=== design 1 ===
Figure 1. Clock network drawn from the DEF (design 1).
Scale bar: 20 um.
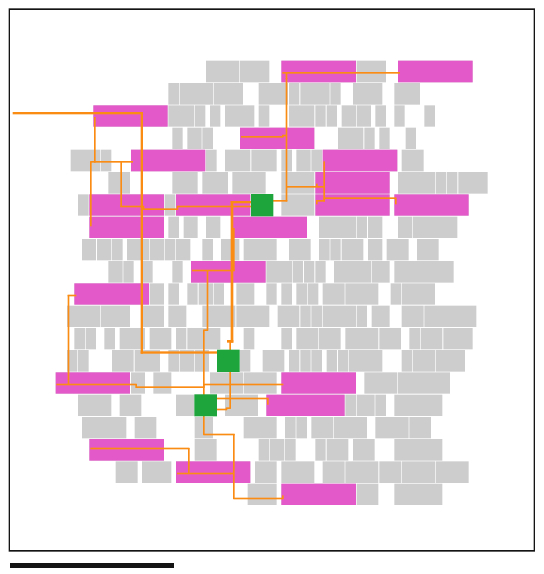

[src/rtl/config_loader.sv]
// Serial configuration loader: takes words from a ready/valid stream and shifts them
// LSB-first into a fabric configuration chain, then latches it and releases fabric reset.
module config_loader #(
  parameter int CHAIN_LENGTH = 64,
  parameter int WORD_WIDTH   = 8
) (
  input  logic                  i_Clock,
  input  logic                  i_Reset,
  input  logic                  i_Start,
  input  logic                  i_Abort,
  input  logic [WORD_WIDTH-1:0] i_Word,
  input  logic                  i_WordValid,
  output logic                  o_WordReady,
  output logic                  o_ConfigData,
  output logic                  o_ConfigShift,
  output logic                  o_ConfigLatch,
  output logic                  o_FabricReset,
  output logic                  o_Busy,
  output logic                  o_Done
);

  localparam int CNT_W  = $clog2(CHAIN_LENGTH + 1);
  localparam int WCNT_W = (WORD_WIDTH > 1) ? $clog2(WORD_WIDTH) : 1;
  localparam logic [CNT_W-1:0]  LAST_BIT  = CNT_W'(CHAIN_LENGTH - 1);
  localparam logic [WCNT_W-1:0] LAST_WBIT = WCNT_W'(WORD_WIDTH - 1);

  typedef enum logic [2:0] {
    IDLE,
    LOAD,
    SHIFT,
    LATCH,
    DONE
  } state_t;

  state_t                  state_q, state_d;
  logic [CNT_W-1:0]        bitCnt_q, bitCnt_d;
  logic [WCNT_W-1:0]       wordCnt_q, wordCnt_d;
  logic [WORD_WIDTH-1:0]   word_q, word_d;

  always_ff @(posedge i_Clock or posedge i_Reset) begin
    if (i_Reset) begin
      state_q   <= IDLE;
      bitCnt_q  <= '0;
      wordCnt_q <= '0;
      word_q    <= '0;
    end else begin
      state_q   <= state_d;
      bitCnt_q  <= bitCnt_d;
      wordCnt_q <= wordCnt_d;
      word_q    <= word_d;
    end
  end

  // The chain-length test comes first so a short final word ends the pass early.
  always_comb begin
    state_d   = state_q;
    bitCnt_d  = bitCnt_q;
    wordCnt_d = wordCnt_q;
    word_d    = word_q;
    if (i_Abort) begin
      state_d = IDLE;
    end else begin
      case (state_q)
        IDLE, DONE: begin
          if (i_Start) begin
            state_d  = LOAD;
            bitCnt_d = '0;
          end
        end
        LOAD: begin
          if (i_WordValid) begin
            word_d    = i_Word;
            wordCnt_d = '0;
            state_d   = SHIFT;
          end
        end
        SHIFT: begin
          word_d    = word_q >> 1;
          bitCnt_d  = bitCnt_q + CNT_W'(1);
          wordCnt_d = wordCnt_q + WCNT_W'(1);
          if (bitCnt_q == LAST_BIT) begin
            state_d = LATCH;
          end else if (wordCnt_q == LAST_WBIT) begin
            state_d = LOAD;
          end
        end
        LATCH:   state_d = DONE;
        default: state_d = IDLE;
      endcase
    end
  end

  assign o_WordReady   = (state_q == LOAD);
  assign o_ConfigShift = (state_q == SHIFT);
  assign o_ConfigData  = (state_q == SHIFT) & word_q[0];
  assign o_ConfigLatch = (state_q == LATCH);
  assign o_FabricReset = (state_q != DONE);
  assign o_Done        = (state_q == DONE);
  assign o_Busy        = (state_q == LOAD) | (state_q == SHIFT) | (state_q == LATCH);

endmodule
[config.mk]
export PLATFORM = sky130hd
export DESIGN_NAME = config_loader
export DESIGN_NICKNAME = d
export VERILOG_FILES = /design/src/rtl/config_loader.sv
export SDC_FILE = /design/constraint.sdc
export NUM_CORES = 1
export LEC_CHECK = 0
export ABC_AREA = 1
export CORE_AREA = 5 5 59 61
export CTS_CLUSTER_SIZE = 25
export DETAILED_ROUTE_END_ITERATION = 6
export DIE_AREA = 0 0 64 66
export PLACE_DENSITY = 0.75
export SYNTH_ARGS = -nofsm -noshare
export SYNTH_HDL_FRONTEND = slang
export SYNTH_SLANG_ARGS = --single-unit
[constraint.sdc]
create_clock -name i_Clock -period 1.2 [get_ports i_Clock]
set_input_delay 0.12 -clock i_Clock [delete_from_list [all_inputs] [get_ports i_Clock]]
set_output_delay 0.12 -clock i_Clock [all_outputs]
set_load 0.03 [all_outputs]
=== design 2 ===
### src/rtl/uart_pkg.sv
// Shared UART definitions: receiver state encoding, frame constants and the
// bit-period clamp used by both serial directions.
package uart_pkg;

    typedef enum logic [1:0] {
        IDLE  = 2'd0,
        START = 2'd1,
        DATA  = 2'd2,
        STOP  = 2'd3
    } rx_state_t;

    localparam int          UART_DATA_BITS = 8;
    localparam logic [31:0] UART_MIN_DIV   = 32'd2;

    // A bit period below two cycles leaves no centre to sample.
    function automatic logic [31:0] clamp_div(input logic [31:0] baud);
        return (baud < UART_MIN_DIV) ? UART_MIN_DIV : baud;
    endfunction

endpackage

### src/rtl/uart_rx_sync.sv
// Synchronizer for the asynchronous rx line, idling high, with a falling-edge
// strobe on the synchronized value.
module uart_rx_sync #(
    parameter int SYNC_STAGES = 2
) (
    input  logic clk,
    input  logic rst,
    input  logic serial_in,
    output logic rx_s,
    output logic fall_s
);

    logic [SYNC_STAGES-1:0] sync_r;
    logic                   prev_r;

    // Shift the line through the chain and keep last cycle's output for edge detection.
    always_ff @(posedge clk) begin
        if (rst) begin
            sync_r <= {SYNC_STAGES{1'b1}};
            prev_r <= 1'b1;
        end else begin
            sync_r <= {sync_r[SYNC_STAGES-2:0], serial_in};
            prev_r <= sync_r[SYNC_STAGES-1];
        end
    end

    assign rx_s   = sync_r[SYNC_STAGES-1];
    assign fall_s = prev_r & ~rx_s;

endmodule

### src/rtl/uart_receiver.sv
// 8N1 receive path: centre-samples each bit at a runtime-programmable bit
// period and hands bytes to the register file with ready/framing/overrun flags.
module uart_receiver
    import uart_pkg::*;
#(
    parameter int DATA_BITS   = UART_DATA_BITS,
    parameter int SYNC_STAGES = 2
) (
    input  logic                 clk,
    input  logic                 rst,
    input  logic                 serial_in,
    input  logic [31:0]          baudData,
    input  logic                 data_read,
    output logic [DATA_BITS-1:0] rx_data,
    output logic                 data_ready,
    output logic                 framing_error,
    output logic                 overrun_error,
    output logic                 busy
);

    logic                 rx_s;
    logic                 fall_s;
    rx_state_t            state_r;
    rx_state_t            state_s;
    logic [31:0]          div_r;
    logic [31:0]          cnt_r;
    logic [3:0]           bit_idx_r;
    logic [DATA_BITS-1:0] shift_r;
    logic                 stop_r;
    logic                 stop_done_r;
    logic [DATA_BITS-1:0] rx_data_r;
    logic                 data_ready_r;
    logic                 framing_r;
    logic                 overrun_r;
    logic                 busy_r;
    logic                 half_end_s;
    logic                 bit_end_s;
    logic                 commit_s;

    uart_rx_sync #(.SYNC_STAGES(SYNC_STAGES)) u_sync (
        .clk       (clk),
        .rst       (rst),
        .serial_in (serial_in),
        .rx_s      (rx_s),
        .fall_s    (fall_s)
    );

    assign half_end_s = (cnt_r == ({1'b0, div_r[31:1]} - 32'd1));
    assign bit_end_s  = (cnt_r == (div_r - 32'd1));
    assign commit_s   = (state_r == STOP) && stop_done_r;

    // Next-state selection for the frame sequencer.
    always_comb begin
        state_s = state_r;
        case (state_r)
            IDLE: begin
                if (fall_s) state_s = START;
                else        state_s = IDLE;
            end
            START: begin
                if (half_end_s) state_s = rx_s ? IDLE : DATA;
                else            state_s = START;
            end
            DATA: begin
                if (bit_end_s && (bit_idx_r == 4'(DATA_BITS - 1))) state_s = STOP;
                else                                               state_s = DATA;
            end
            STOP: begin
                if (stop_done_r) state_s = IDLE;
                else             state_s = STOP;
            end
            default: state_s = IDLE;
        endcase
    end

    // Sequencer state, bit-period counter and shift register.
    always_ff @(posedge clk) begin
        if (rst) begin
            state_r     <= IDLE;
            busy_r      <= 1'b0;
            div_r       <= UART_MIN_DIV;
            cnt_r       <= 32'd0;
            bit_idx_r   <= 4'd0;
            shift_r     <= {DATA_BITS{1'b0}};
            stop_r      <= 1'b0;
            stop_done_r <= 1'b0;
        end else begin
            state_r <= state_s;
            busy_r  <= (state_s != IDLE);
            case (state_r)
                IDLE: begin
                    cnt_r       <= 32'd0;
                    stop_done_r <= 1'b0;
                    if (fall_s) div_r <= clamp_div(baudData);
                end
                START: begin
                    if (half_end_s) begin
                        cnt_r     <= 32'd0;
                        bit_idx_r <= 4'd0;
                    end else begin
                        cnt_r <= cnt_r + 32'd1;
                    end
                end
                DATA: begin
                    if (bit_end_s) begin
                        cnt_r     <= 32'd0;
                        shift_r   <= {rx_s, shift_r[DATA_BITS-1:1]};
                        bit_idx_r <= bit_idx_r + 4'd1;
                    end else begin
                        cnt_r <= cnt_r + 32'd1;
                    end
                end
                STOP: begin
                    // Hold after the stop sample so the commit lands on the next edge.
                    if (!stop_done_r) begin
                        if (bit_end_s) begin
                            stop_r      <= rx_s;
                            stop_done_r <= 1'b1;
                            cnt_r       <= 32'd0;
                        end else begin
                            cnt_r <= cnt_r + 32'd1;
                        end
                    end
                end
                default: cnt_r <= 32'd0;
            endcase
        end
    end

    // Register-file side: accept, overrun or clear on read.
    always_ff @(posedge clk) begin
        if (rst) begin
            rx_data_r    <= {DATA_BITS{1'b0}};
            data_ready_r <= 1'b0;
            framing_r    <= 1'b0;
            overrun_r    <= 1'b0;
        end else if (commit_s) begin
            if (!data_ready_r || data_read) begin
                rx_data_r    <= shift_r;
                data_ready_r <= 1'b1;
                framing_r    <= ~stop_r;
                if (data_read) overrun_r <= 1'b0;
            end else begin
                overrun_r <= 1'b1;
            end
        end else if (data_read) begin
            data_ready_r <= 1'b0;
            framing_r    <= 1'b0;
            overrun_r    <= 1'b0;
        end
    end

    assign rx_data       = rx_data_r;
    assign data_ready    = data_ready_r;
    assign framing_error = framing_r;
    assign overrun_error = overrun_r;
    assign busy          = busy_r;

endmodule

### config.mk
export PLATFORM = sky130hd
export DESIGN_NAME = uart_receiver
export DESIGN_NICKNAME = d
export VERILOG_FILES = /design/src/rtl/uart_pkg.sv /design/src/rtl/uart_rx_sync.sv /design/src/rtl/uart_receiver.sv
export SDC_FILE = /design/constraint.sdc
export NUM_CORES = 1
export LEC_CHECK = 0
export ABC_AREA = 1
export CAP_MARGIN = 15
export CELL_PAD_IN_SITES_DETAIL_PLACEMENT = 2
export CELL_PAD_IN_SITES_GLOBAL_PLACEMENT = 2
export CORE_MARGIN = 1
export CORE_UTILIZATION = 34
export CTS_CLUSTER_DIAMETER = 150
export DETAILED_ROUTE_END_ITERATION = 7
export MAX_ROUTING_LAYER = met4
export PLACE_DENSITY_LB_ADDON = 0.1
export SYNTH_ARGS = -nofsm -noshare
export SYNTH_HDL_FRONTEND = slang
export SYNTH_HIERARCHICAL = 1
export SYNTH_SLANG_ARGS = --single-unit
export TNS_END_PERCENT = 5
### constraint.sdc
create_clock -name clk -period 3 [get_ports clk]
set_clock_uncertainty 0.2 [all_clocks]
set_input_delay 0.3 -clock clk [delete_from_list [all_inputs] [get_ports clk]]
set_output_delay 0.3 -clock clk [all_outputs]
set_load 0.005 [all_outputs]
Figure 2. Wiring by layer (design 1).
Scale bar: 20 um.
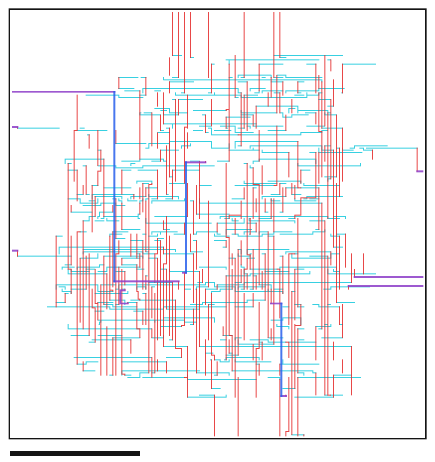
[metal 2] red | wire length: 1630 um
[metal 3] purple | wire length: 59.0 um
[metal 1] cyan | wire length: 1420 um
[metal 4] blue | wire length: 60.5 um

Notes on Figure 1 above:
[flip-flops] magenta | count: 21
[clock drivers] green | count: 3
[clock wires] orange | length: 309 um
routed clock nets: 4
Max Clock Skew: 0.0106 ns
Clk Latency, worst-skew pair: 0.31 ns
clock power share: 9.2%

==> summary.txt, design 1 <==
On the backend side, the flow ran end to end.

The run finished, with violations left. The final reports fail on negative setup slack. The post-synthesis compound-gate area fraction stands at between 10% and 20%.

The layout stage reports a final design area of about 2000 um^2. The post-synthesis cell count from yosys stands at 159. For reference, the top logic cell family by area is simple AND/OR/NAND/NOR gates. The worst setup path is launched from a register. Per the run report, area growth between synthesis and finish was 53.3%.

The post-synthesis instance area stands at approximately 1300 um^2. Pins over their slew limit in the final report were tallied at 0. For the worst flop-to-flop path, the logic depth is 7. The final weighted congestion of routability-driven global placement stands at 0.860. The clock slew at the register clock pins of the worst setup and hold paths stands at between 0.1 and 0.15 ns. The count of final setup violators stands at 28. Entering global routing, the biggest net connects 22 pins. The least setup slack across all paths after layout stands at -0.268 ns. The area of the multi-input gates stands at 727 um^2. The final-layout fill cell count stands at 249.
-- design 1: cell usage after synthesis, drive strengths merged --
cell type   n  share of area, %
nand2      45                14
inv        26               7.8
dfrtp      21                41
o21ai      21                11
nor2       15               5.6
nand3      11               5.7
nand4       4               2.0
a21oi       3               1.8
buf         3               3.3
ha          3               2.9
nor3        2               1.7
o21bai      2               1.2
nand3b      1              0.59
o21a        1              0.59
o22ai       1              0.98
-- design 1: layer usage --
| layer | track usage (%) | up-vias | share of wire, % |
|---|---|---|---|
| met5 | 0 | - | 0 |
| met4 | 7.01 | 0 | 1.9 |
| met3 | 2.55 | 6 | 1.8 |
| met2 | 29.9 | 12 | 51 |
| met1 | 19.6 | 557 | 45 |
| li1 | - | 634 | - |
-- design 1: flip-flops by register name (all words and copies together), names as in the netlist --
signal	flops
wordCnt_q	3
state_q	3
bitCnt_q	7
word_q	8
-- design 1: final cells by class --
cell class | instances | area share (%)
clock inverters | 1 | 0.255
flip-flops and latches | 21 | 26.8
clock buffers | 3 | 1.15
repair buffers | 57 | 27.0
inverters | 26 | 5.61
multi-input cells | 111 | 37.1
well taps | 33 | 2.10
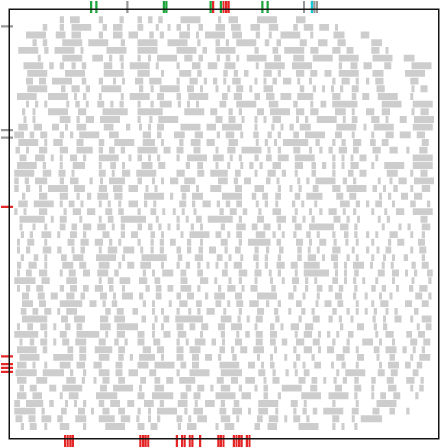
Figure 3: design 2, pin map.
Pins as bars across the die edge, other pins in gray.
[`overrun_error`] cyan | pins: 1 | direction: output | edge: top
[`rx_data`] green | pins: 8 | direction: output | edge: top
[`baudData`] red | pins: 32 | direction: input | edge: 23 bottom, 5 left, 4 top
all pins by edge: 23 bottom, 17 top, 8 left

==> summary.txt, design 2 <==
On the backend side, the flow ran end to end.

The run finished, with violations left. The final reports fail on negative setup slack. In the final layout, excluding clock inverters the inverter count is about 140. The last timing report of the flow puts the setup violation total at 47. The placement row count stands at 54. The critical path is of the reg2reg type. At the end of routability-driven placement, the weighted congestion stood at 0.962. The worst slack at placement stands at -0.191 ns. The largest registers in the layout are cnt_r x32, div_r x32. The number of ports placed on the die boundary stands at 48. Looking at the clock tree report, the root buffer type is sky130_fd_sc_hd__clkbuf_16. The synthesized netlist occupies a cell area of around 7600 um^2. Counting flops with an async set or reset pin after synthesis yields a share of 0%. For this block, the via count after detailed routing is 8921. The least setup slack across all paths after layout stands at -0.231 ns.
-- design 2: worst min-delay path, stage by stage (launching register included) --
cell and delay, ns:
sky130_fd_sc_hd__dfxtp_1 0.31, sky130_fd_sc_hd__inv_1 0.03, sky130_fd_sc_hd__nand2_1 0.04
-- design 2: layer usage --
| metal | up-vias | global-route usage (%) | wire length [um] |
|---|---|---|---|
| met5 | - | - | 0 |
| met4 | 0 | 16.8 | 2180 |
| met3 | 130 | 5.45 | 1640 |
| met2 | 306 | 57.5 | 20700 |
| met1 | 4484 | 38.7 | 17300 |
| li1 | 4001 | - | - |
-- design 2: power by group --
part | total (mW) | internal, mW | switching, mW
Sequential | 1.32 | 1.29 | 0.0380
Combinational | 1.06 | 0.399 | 0.666
Clock | 1.27 | 0.601 | 0.670
Total | 3.66 | 2.29 | 1.37
-- design 2: repair_timing --
item	CTS	global route
endpoints found under the hold margin	3	0
hold buffers	1	0
endpoints found under the setup margin	46	49
cloned	3	0
pin swaps	13	29
resized	32	80
setup buffers	10	10
-- design 2: worst paths after layout --
check | slack [ns] | endpoint
min | 0.22 | u_sync/sync_r[1]
min reg2reg | 0.22 | u_sync/sync_r[1]
max | -0.23 | shift_r[5]
max reg2reg | -0.23 | shift_r[5]

=== design 3 ===
Figure 4. Wiring by layer (design 3).
Scale bar: 20 um.
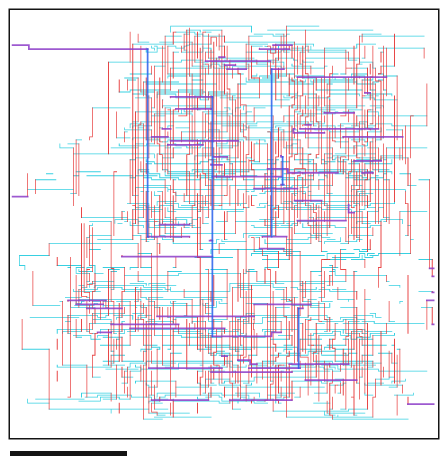
Figure 5. The metal 4 layer (design 3).
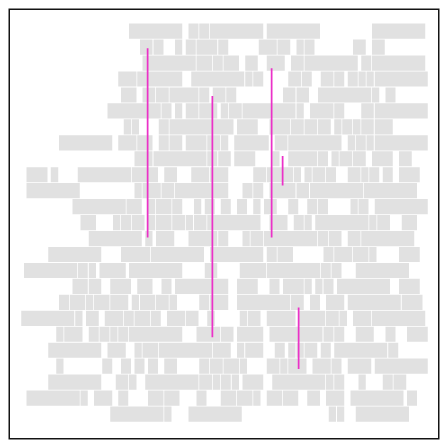
Figure 6. Routing congestion (design 3).
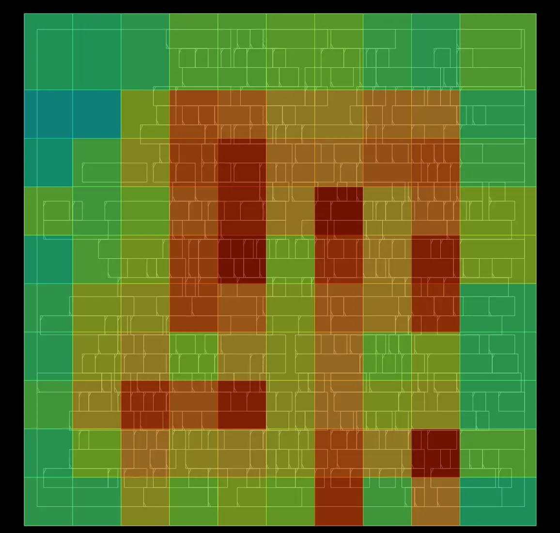
### src/rtl/button_conditioner_pkg.sv
// ============================================================================
// Module      : button_conditioner_pkg
// Description : Shared game parameters: debounce/hold defaults, FSM encoding.
// Revision    : 1.0 - initial release
// ============================================================================
`default_nettype none

package button_conditioner_pkg;

    localparam int unsigned c_DEBOUNCE_CYCLES_DEFAULT = 1_000_000;
    localparam int unsigned c_HOLD_CYCLES_DEFAULT     = 100_000_000;

    localparam logic [1:0] c_ST_IDLE        = 2'd0;
    localparam logic [1:0] c_ST_DEB_PRESS   = 2'd1;
    localparam logic [1:0] c_ST_HELD        = 2'd2;
    localparam logic [1:0] c_ST_DEB_RELEASE = 2'd3;

    // A counter for n states still needs one bit when n is 1 or 2.
    function automatic int unsigned cnt_width(input int unsigned n);
        return (n < 2) ? 1 : $clog2(n);
    endfunction

endpackage

`default_nettype wire

### src/rtl/sync_2ff.sv
// ============================================================================
// Module      : sync_2ff
// Description : Two-flop synchronizer for asynchronous board inputs.
// Revision    : 1.0 - initial release
// ============================================================================
`default_nettype none

module sync_2ff #(
    parameter int unsigned WIDTH = 1
) (
    input  logic             clock,
    input  logic             reset_in,
    input  logic [WIDTH-1:0] i_d,
    output logic [WIDTH-1:0] o_q
);

    logic [WIDTH-1:0] r_meta;
    logic [WIDTH-1:0] r_sync;

    always_ff @(posedge clock or negedge reset_in) begin
        if (!reset_in) begin
            r_meta <= '0;
            r_sync <= '0;
        end else begin
            r_meta <= i_d;
            r_sync <= r_meta;
        end
    end

    assign o_q = r_sync;

endmodule

`default_nettype wire

### src/rtl/button_conditioner.sv
// ============================================================================
// Module      : button_conditioner
// Description : Debounces a DE0 pushbutton; press/release/long-press strobes.
// Revision    : 1.0 - initial release
// ============================================================================
`default_nettype none

module button_conditioner
    import button_conditioner_pkg::*;
#(
    parameter int unsigned DEBOUNCE_CYCLES = c_DEBOUNCE_CYCLES_DEFAULT,
    parameter int unsigned HOLD_CYCLES     = c_HOLD_CYCLES_DEFAULT
) (
    input  logic clock,
    input  logic reset_in,
    input  logic key_n,
    output logic pressed,
    output logic press_pulse,
    output logic release_pulse,
    output logic long_press,
    output logic reset_request
);

    localparam int unsigned         c_CNT_W     = cnt_width(DEBOUNCE_CYCLES);
    localparam int unsigned         c_HOLD_W    = cnt_width(HOLD_CYCLES);
    localparam logic [c_CNT_W-1:0]  c_CNT_LAST  = c_CNT_W'(DEBOUNCE_CYCLES - 1);
    localparam logic [c_HOLD_W-1:0] c_HOLD_LAST = c_HOLD_W'(HOLD_CYCLES - 1);

    // Invert ahead of the synchronizer so its cleared flops read as "released".
    logic w_key_raw;
    logic w_key_sync;

    assign w_key_raw = ~key_n;

    sync_2ff #(.WIDTH(1)) u_sync (
        .clock    (clock),
        .reset_in (reset_in),
        .i_d      (w_key_raw),
        .o_q      (w_key_sync)
    );

    logic [1:0]          r_state,         w_state_nxt;
    logic [c_CNT_W-1:0]  r_cnt,           w_cnt_nxt;
    logic [c_HOLD_W-1:0] r_hold_cnt,      w_hold_cnt_nxt;
    logic                r_pressed,       w_pressed_nxt;
    logic                r_press_pulse,   w_press_pulse_nxt;
    logic                r_release_pulse, w_release_pulse_nxt;
    logic                r_long_press,    w_long_press_nxt;
    logic                r_reset_request, w_reset_request_nxt;

    always_ff @(posedge clock or negedge reset_in) begin
        if (!reset_in) begin
            r_state         <= c_ST_IDLE;
            r_cnt           <= '0;
            r_hold_cnt      <= '0;
            r_pressed       <= 1'b0;
            r_press_pulse   <= 1'b0;
            r_release_pulse <= 1'b0;
            r_long_press    <= 1'b0;
            r_reset_request <= 1'b0;
        end else begin
            r_state         <= w_state_nxt;
            r_cnt           <= w_cnt_nxt;
            r_hold_cnt      <= w_hold_cnt_nxt;
            r_pressed       <= w_pressed_nxt;
            r_press_pulse   <= w_press_pulse_nxt;
            r_release_pulse <= w_release_pulse_nxt;
            r_long_press    <= w_long_press_nxt;
            r_reset_request <= w_reset_request_nxt;
        end
    end

    always_comb begin
        w_state_nxt         = r_state;
        w_cnt_nxt           = r_cnt;
        w_hold_cnt_nxt      = r_hold_cnt;
        w_pressed_nxt       = r_pressed;
        w_reset_request_nxt = r_reset_request;
        w_press_pulse_nxt   = 1'b0;
        w_release_pulse_nxt = 1'b0;
        w_long_press_nxt    = 1'b0;

        case (r_state)
            c_ST_IDLE: begin
                if (w_key_sync) begin
                    w_state_nxt = c_ST_DEB_PRESS;
                    w_cnt_nxt   = '0;
                end
            end
            c_ST_DEB_PRESS: begin
                if (!w_key_sync) begin
                    w_state_nxt = c_ST_IDLE;
                end else if (r_cnt == c_CNT_LAST) begin
                    w_state_nxt       = c_ST_HELD;
                    w_press_pulse_nxt = 1'b1;
                    w_pressed_nxt     = 1'b1;
                    w_hold_cnt_nxt    = '0;
                end else begin
                    w_cnt_nxt = r_cnt + c_CNT_W'(1);
                end
            end
            c_ST_HELD: begin
                // reset_request doubles as the one-long-press-per-press latch.
                if ((r_hold_cnt == c_HOLD_LAST) && !r_reset_request) begin
                    w_long_press_nxt    = 1'b1;
                    w_reset_request_nxt = 1'b1;
                end
                if (!w_key_sync) begin
                    w_state_nxt = c_ST_DEB_RELEASE;
                    w_cnt_nxt   = '0;
                end else if (r_hold_cnt != c_HOLD_LAST) begin
                    w_hold_cnt_nxt = r_hold_cnt + c_HOLD_W'(1);
                end
            end
            c_ST_DEB_RELEASE: begin
                if (w_key_sync) begin
                    w_state_nxt = c_ST_HELD;
                end else if (r_cnt == c_CNT_LAST) begin
                    w_state_nxt         = c_ST_IDLE;
                    w_release_pulse_nxt = 1'b1;
                    w_pressed_nxt       = 1'b0;
                    w_reset_request_nxt = 1'b0;
                end else begin
                    w_cnt_nxt = r_cnt + c_CNT_W'(1);
                end
            end
            default: w_state_nxt = c_ST_IDLE;
        endcase
    end

    assign pressed       = r_pressed;
    assign press_pulse   = r_press_pulse;
    assign release_pulse = r_release_pulse;
    assign long_press    = r_long_press;
    assign reset_request = r_reset_request;

endmodule

`default_nettype wire

### config.mk
export PLATFORM = sky130hd
export DESIGN_NAME = button_conditioner
export DESIGN_NICKNAME = d
export VERILOG_FILES = /design/src/rtl/button_conditioner_pkg.sv /design/src/rtl/sync_2ff.sv /design/src/rtl/button_conditioner.sv
export SDC_FILE = /design/constraint.sdc
export NUM_CORES = 1
export LEC_CHECK = 0
export CORE_MARGIN = 1.5
export CORE_UTILIZATION = 64
export DETAILED_ROUTE_END_ITERATION = 8
export PLACE_DENSITY = 0.89
export SLEW_MARGIN = 20
export SYNTH_ARGS = -nofsm -noshare
export SYNTH_HDL_FRONTEND = slang
export SYNTH_HIERARCHICAL = 1
export SYNTH_SLANG_ARGS = --single-unit
export TNS_END_PERCENT = 50
### constraint.sdc
create_clock -name clock -period 3.95 [get_ports clock]
set_input_delay 0.9875 -clock clock [delete_from_list [all_inputs] [get_ports clock]]
set_output_delay 0.9875 -clock clock [all_outputs]
set_load 0.005 [all_outputs]
==> summary.txt <==
On the backend side, the flow ran end to end.

The run finished with clean final reports. After clock tree synthesis, the clock-pin slew on the worst setup and hold paths is 0.10 ns. Looking at the critical path, the single cell with the biggest stage delay is sky130_fd_sc_hd__o311ai_2. The most critical min-delay path falls under reg2reg.

Routing resource usage on met3 recorded by global route was 4.83%. The maximum number of pins on one net before global-route repair stands at about 40. The startpoint identified for the worst hold timing path is u_sync/r_meta. For the final database, setup skew stands at 0.00967 ns. The number of ports placed on the die boundary stands at 8.

The highest metal layer carrying signal wires in the routed design is met4. The synthesis log from Yosys contains 6 warnings. The worst register-to-register path ends at r_hold_cnt[6].

Counting every net in the synthesized netlist gives roughly 350. The final-layout fill cell count stands at 356. The count of buffers added on input and output ports is 7.

The synthesized design contains 0 enable-type register cells. The number of gates resized after CTS was 0. The arrival time of the worst setup path stands at between 3 and 4 ns.

By instance count, the leading cell after synthesis is sky130_fd_sc_hd__dfrtp_1. The mean instance size in the synthesized netlist stands at 9.21 um^2. The total length of routed met3 wires stands at 406 um. The design draws 1.00 mW.
Notes on Figure 4 above:
[metal 4] blue | wire length: 116 um
[metal 1] cyan | wire length: 3190 um
[metal 2] red | wire length: 3240 um
[metal 3] purple | wire length: 406 um
global-route total usage across every layer: 28.3%
routed length per placed instance: 17.1 um
Total Routed Length: 6.96 mm
vias post-DR: 2784

Notes on Figure 5 above:
wire length on this layer: 116 um
nets with wire on the layer: 5
main direction: vertical
longest straight run: 40.8 um
share of all routed wire: 1.7%

Notes on Figure 6 above:
met1 Resource Use GR: 40.4%
Global Route met2 Usage: 44.0%
most congested layer reported by global routing: met2

[layout make-up]
cell class / instances / area share [%]
multi-input combinational: 260 / 48.8
sequential: 56 / 42.3
tap: 67 / 2.53
clock buffer: 6 / 2.19
timing repair buffer: 8 / 2.19
clock inverter: 2 / 1.06
inverter: 8 / 0.907
[power groups by stage]
stage	Clock [mW]	Combinational, mW	Sequential (mW)
2_1_floorplan	0	0.0221	0.595
3_3_place_gp	0	0.0339	0.600
3_5_place_dp	0	0.0355	0.600
4_1_cts	0.376	0.0356	0.589
5_1_grt	0.405	0.0407	0.591
6_report	0.377	0.0350	0.590
[worst max-delay path: cells and delay by family (launching register included)]
kind,cells,cell delay [ns]
compound gates,2,1.17
flops,1,0.46
simple gates,3,1.30
[through the flow]
stage                     cell area [um^2]  utilization [%]  setup WS, ns
after floorplan                       3130                -          2.06
after global placement                3200             67.8          1.10
after detailed placement              3200             67.8          1.02
after CTS                             3310             70.1         0.990
after global routing                  3310             70.1         0.622
final                                 3310             70.1         0.932
[cells by family after synthesis]
kind of cell | synth area share, %
xor gates and xnor gates | 1.96
muxes | 0.359
adders and majority gates | 0.799
buffers and inverters | 3.75
and+or+nand+nor | 29.8
AOI/OAI and AO/OA | 18.7
DFF | 44.7


==> layout pictures side by side <==
Where the registers sit.
image #1
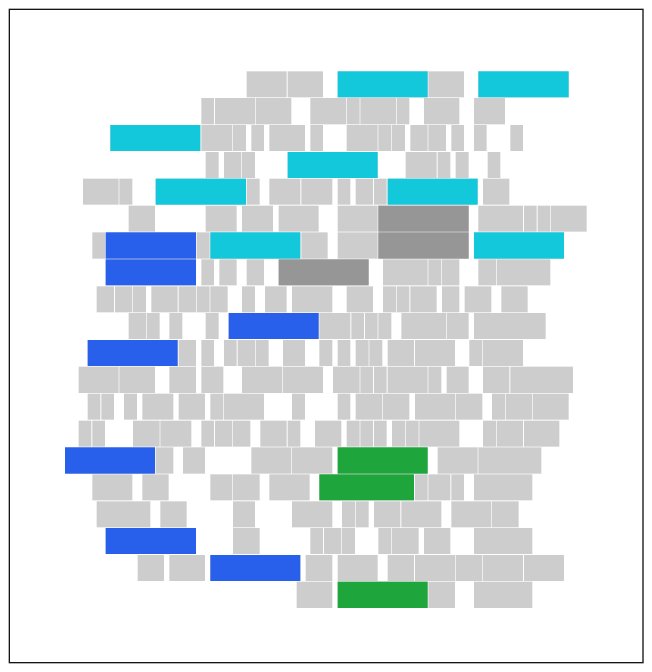
image #2
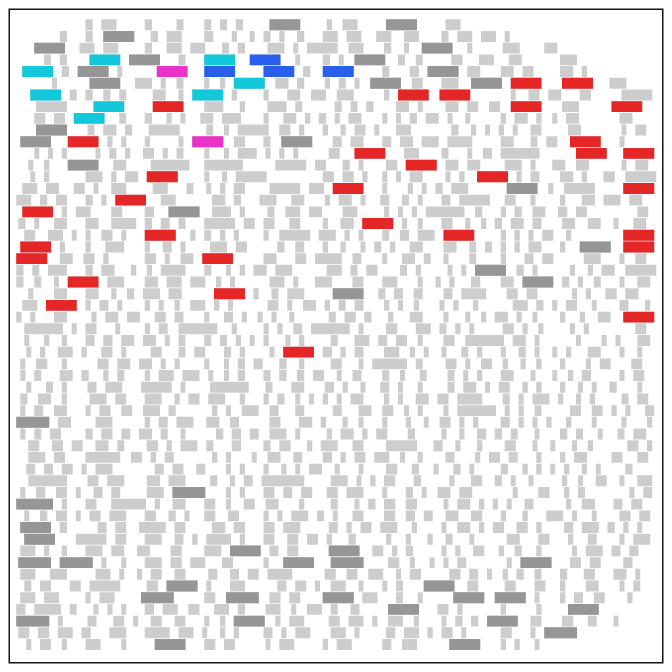
image #3
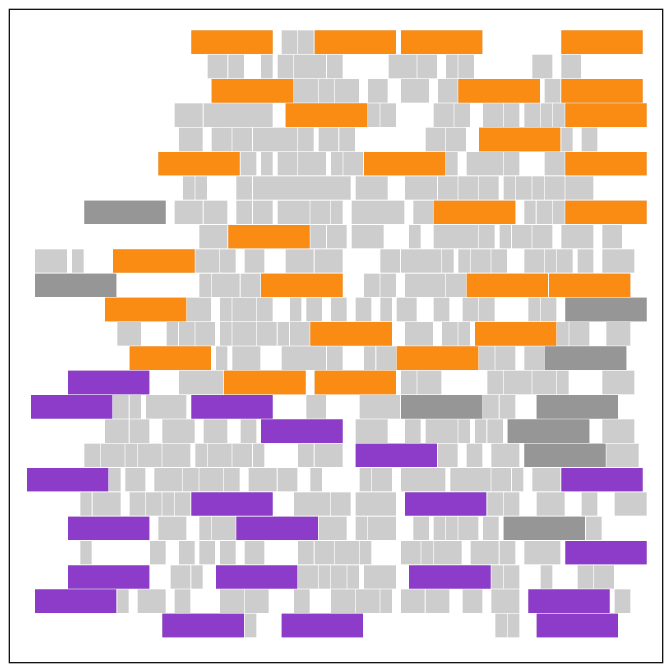
image #1: design 1
image #2: design 2
image #3: design 3

Key to image #2:
[`state_r`] magenta | flops: 2
[`bit_idx_r`] blue | flops: 4 | where: top center
[`shift_r`] cyan | flops: 8 | where: upper left
[`cnt_r`] red | flops: 32
not colored: 49

Power and IR drop assume default switching activity.
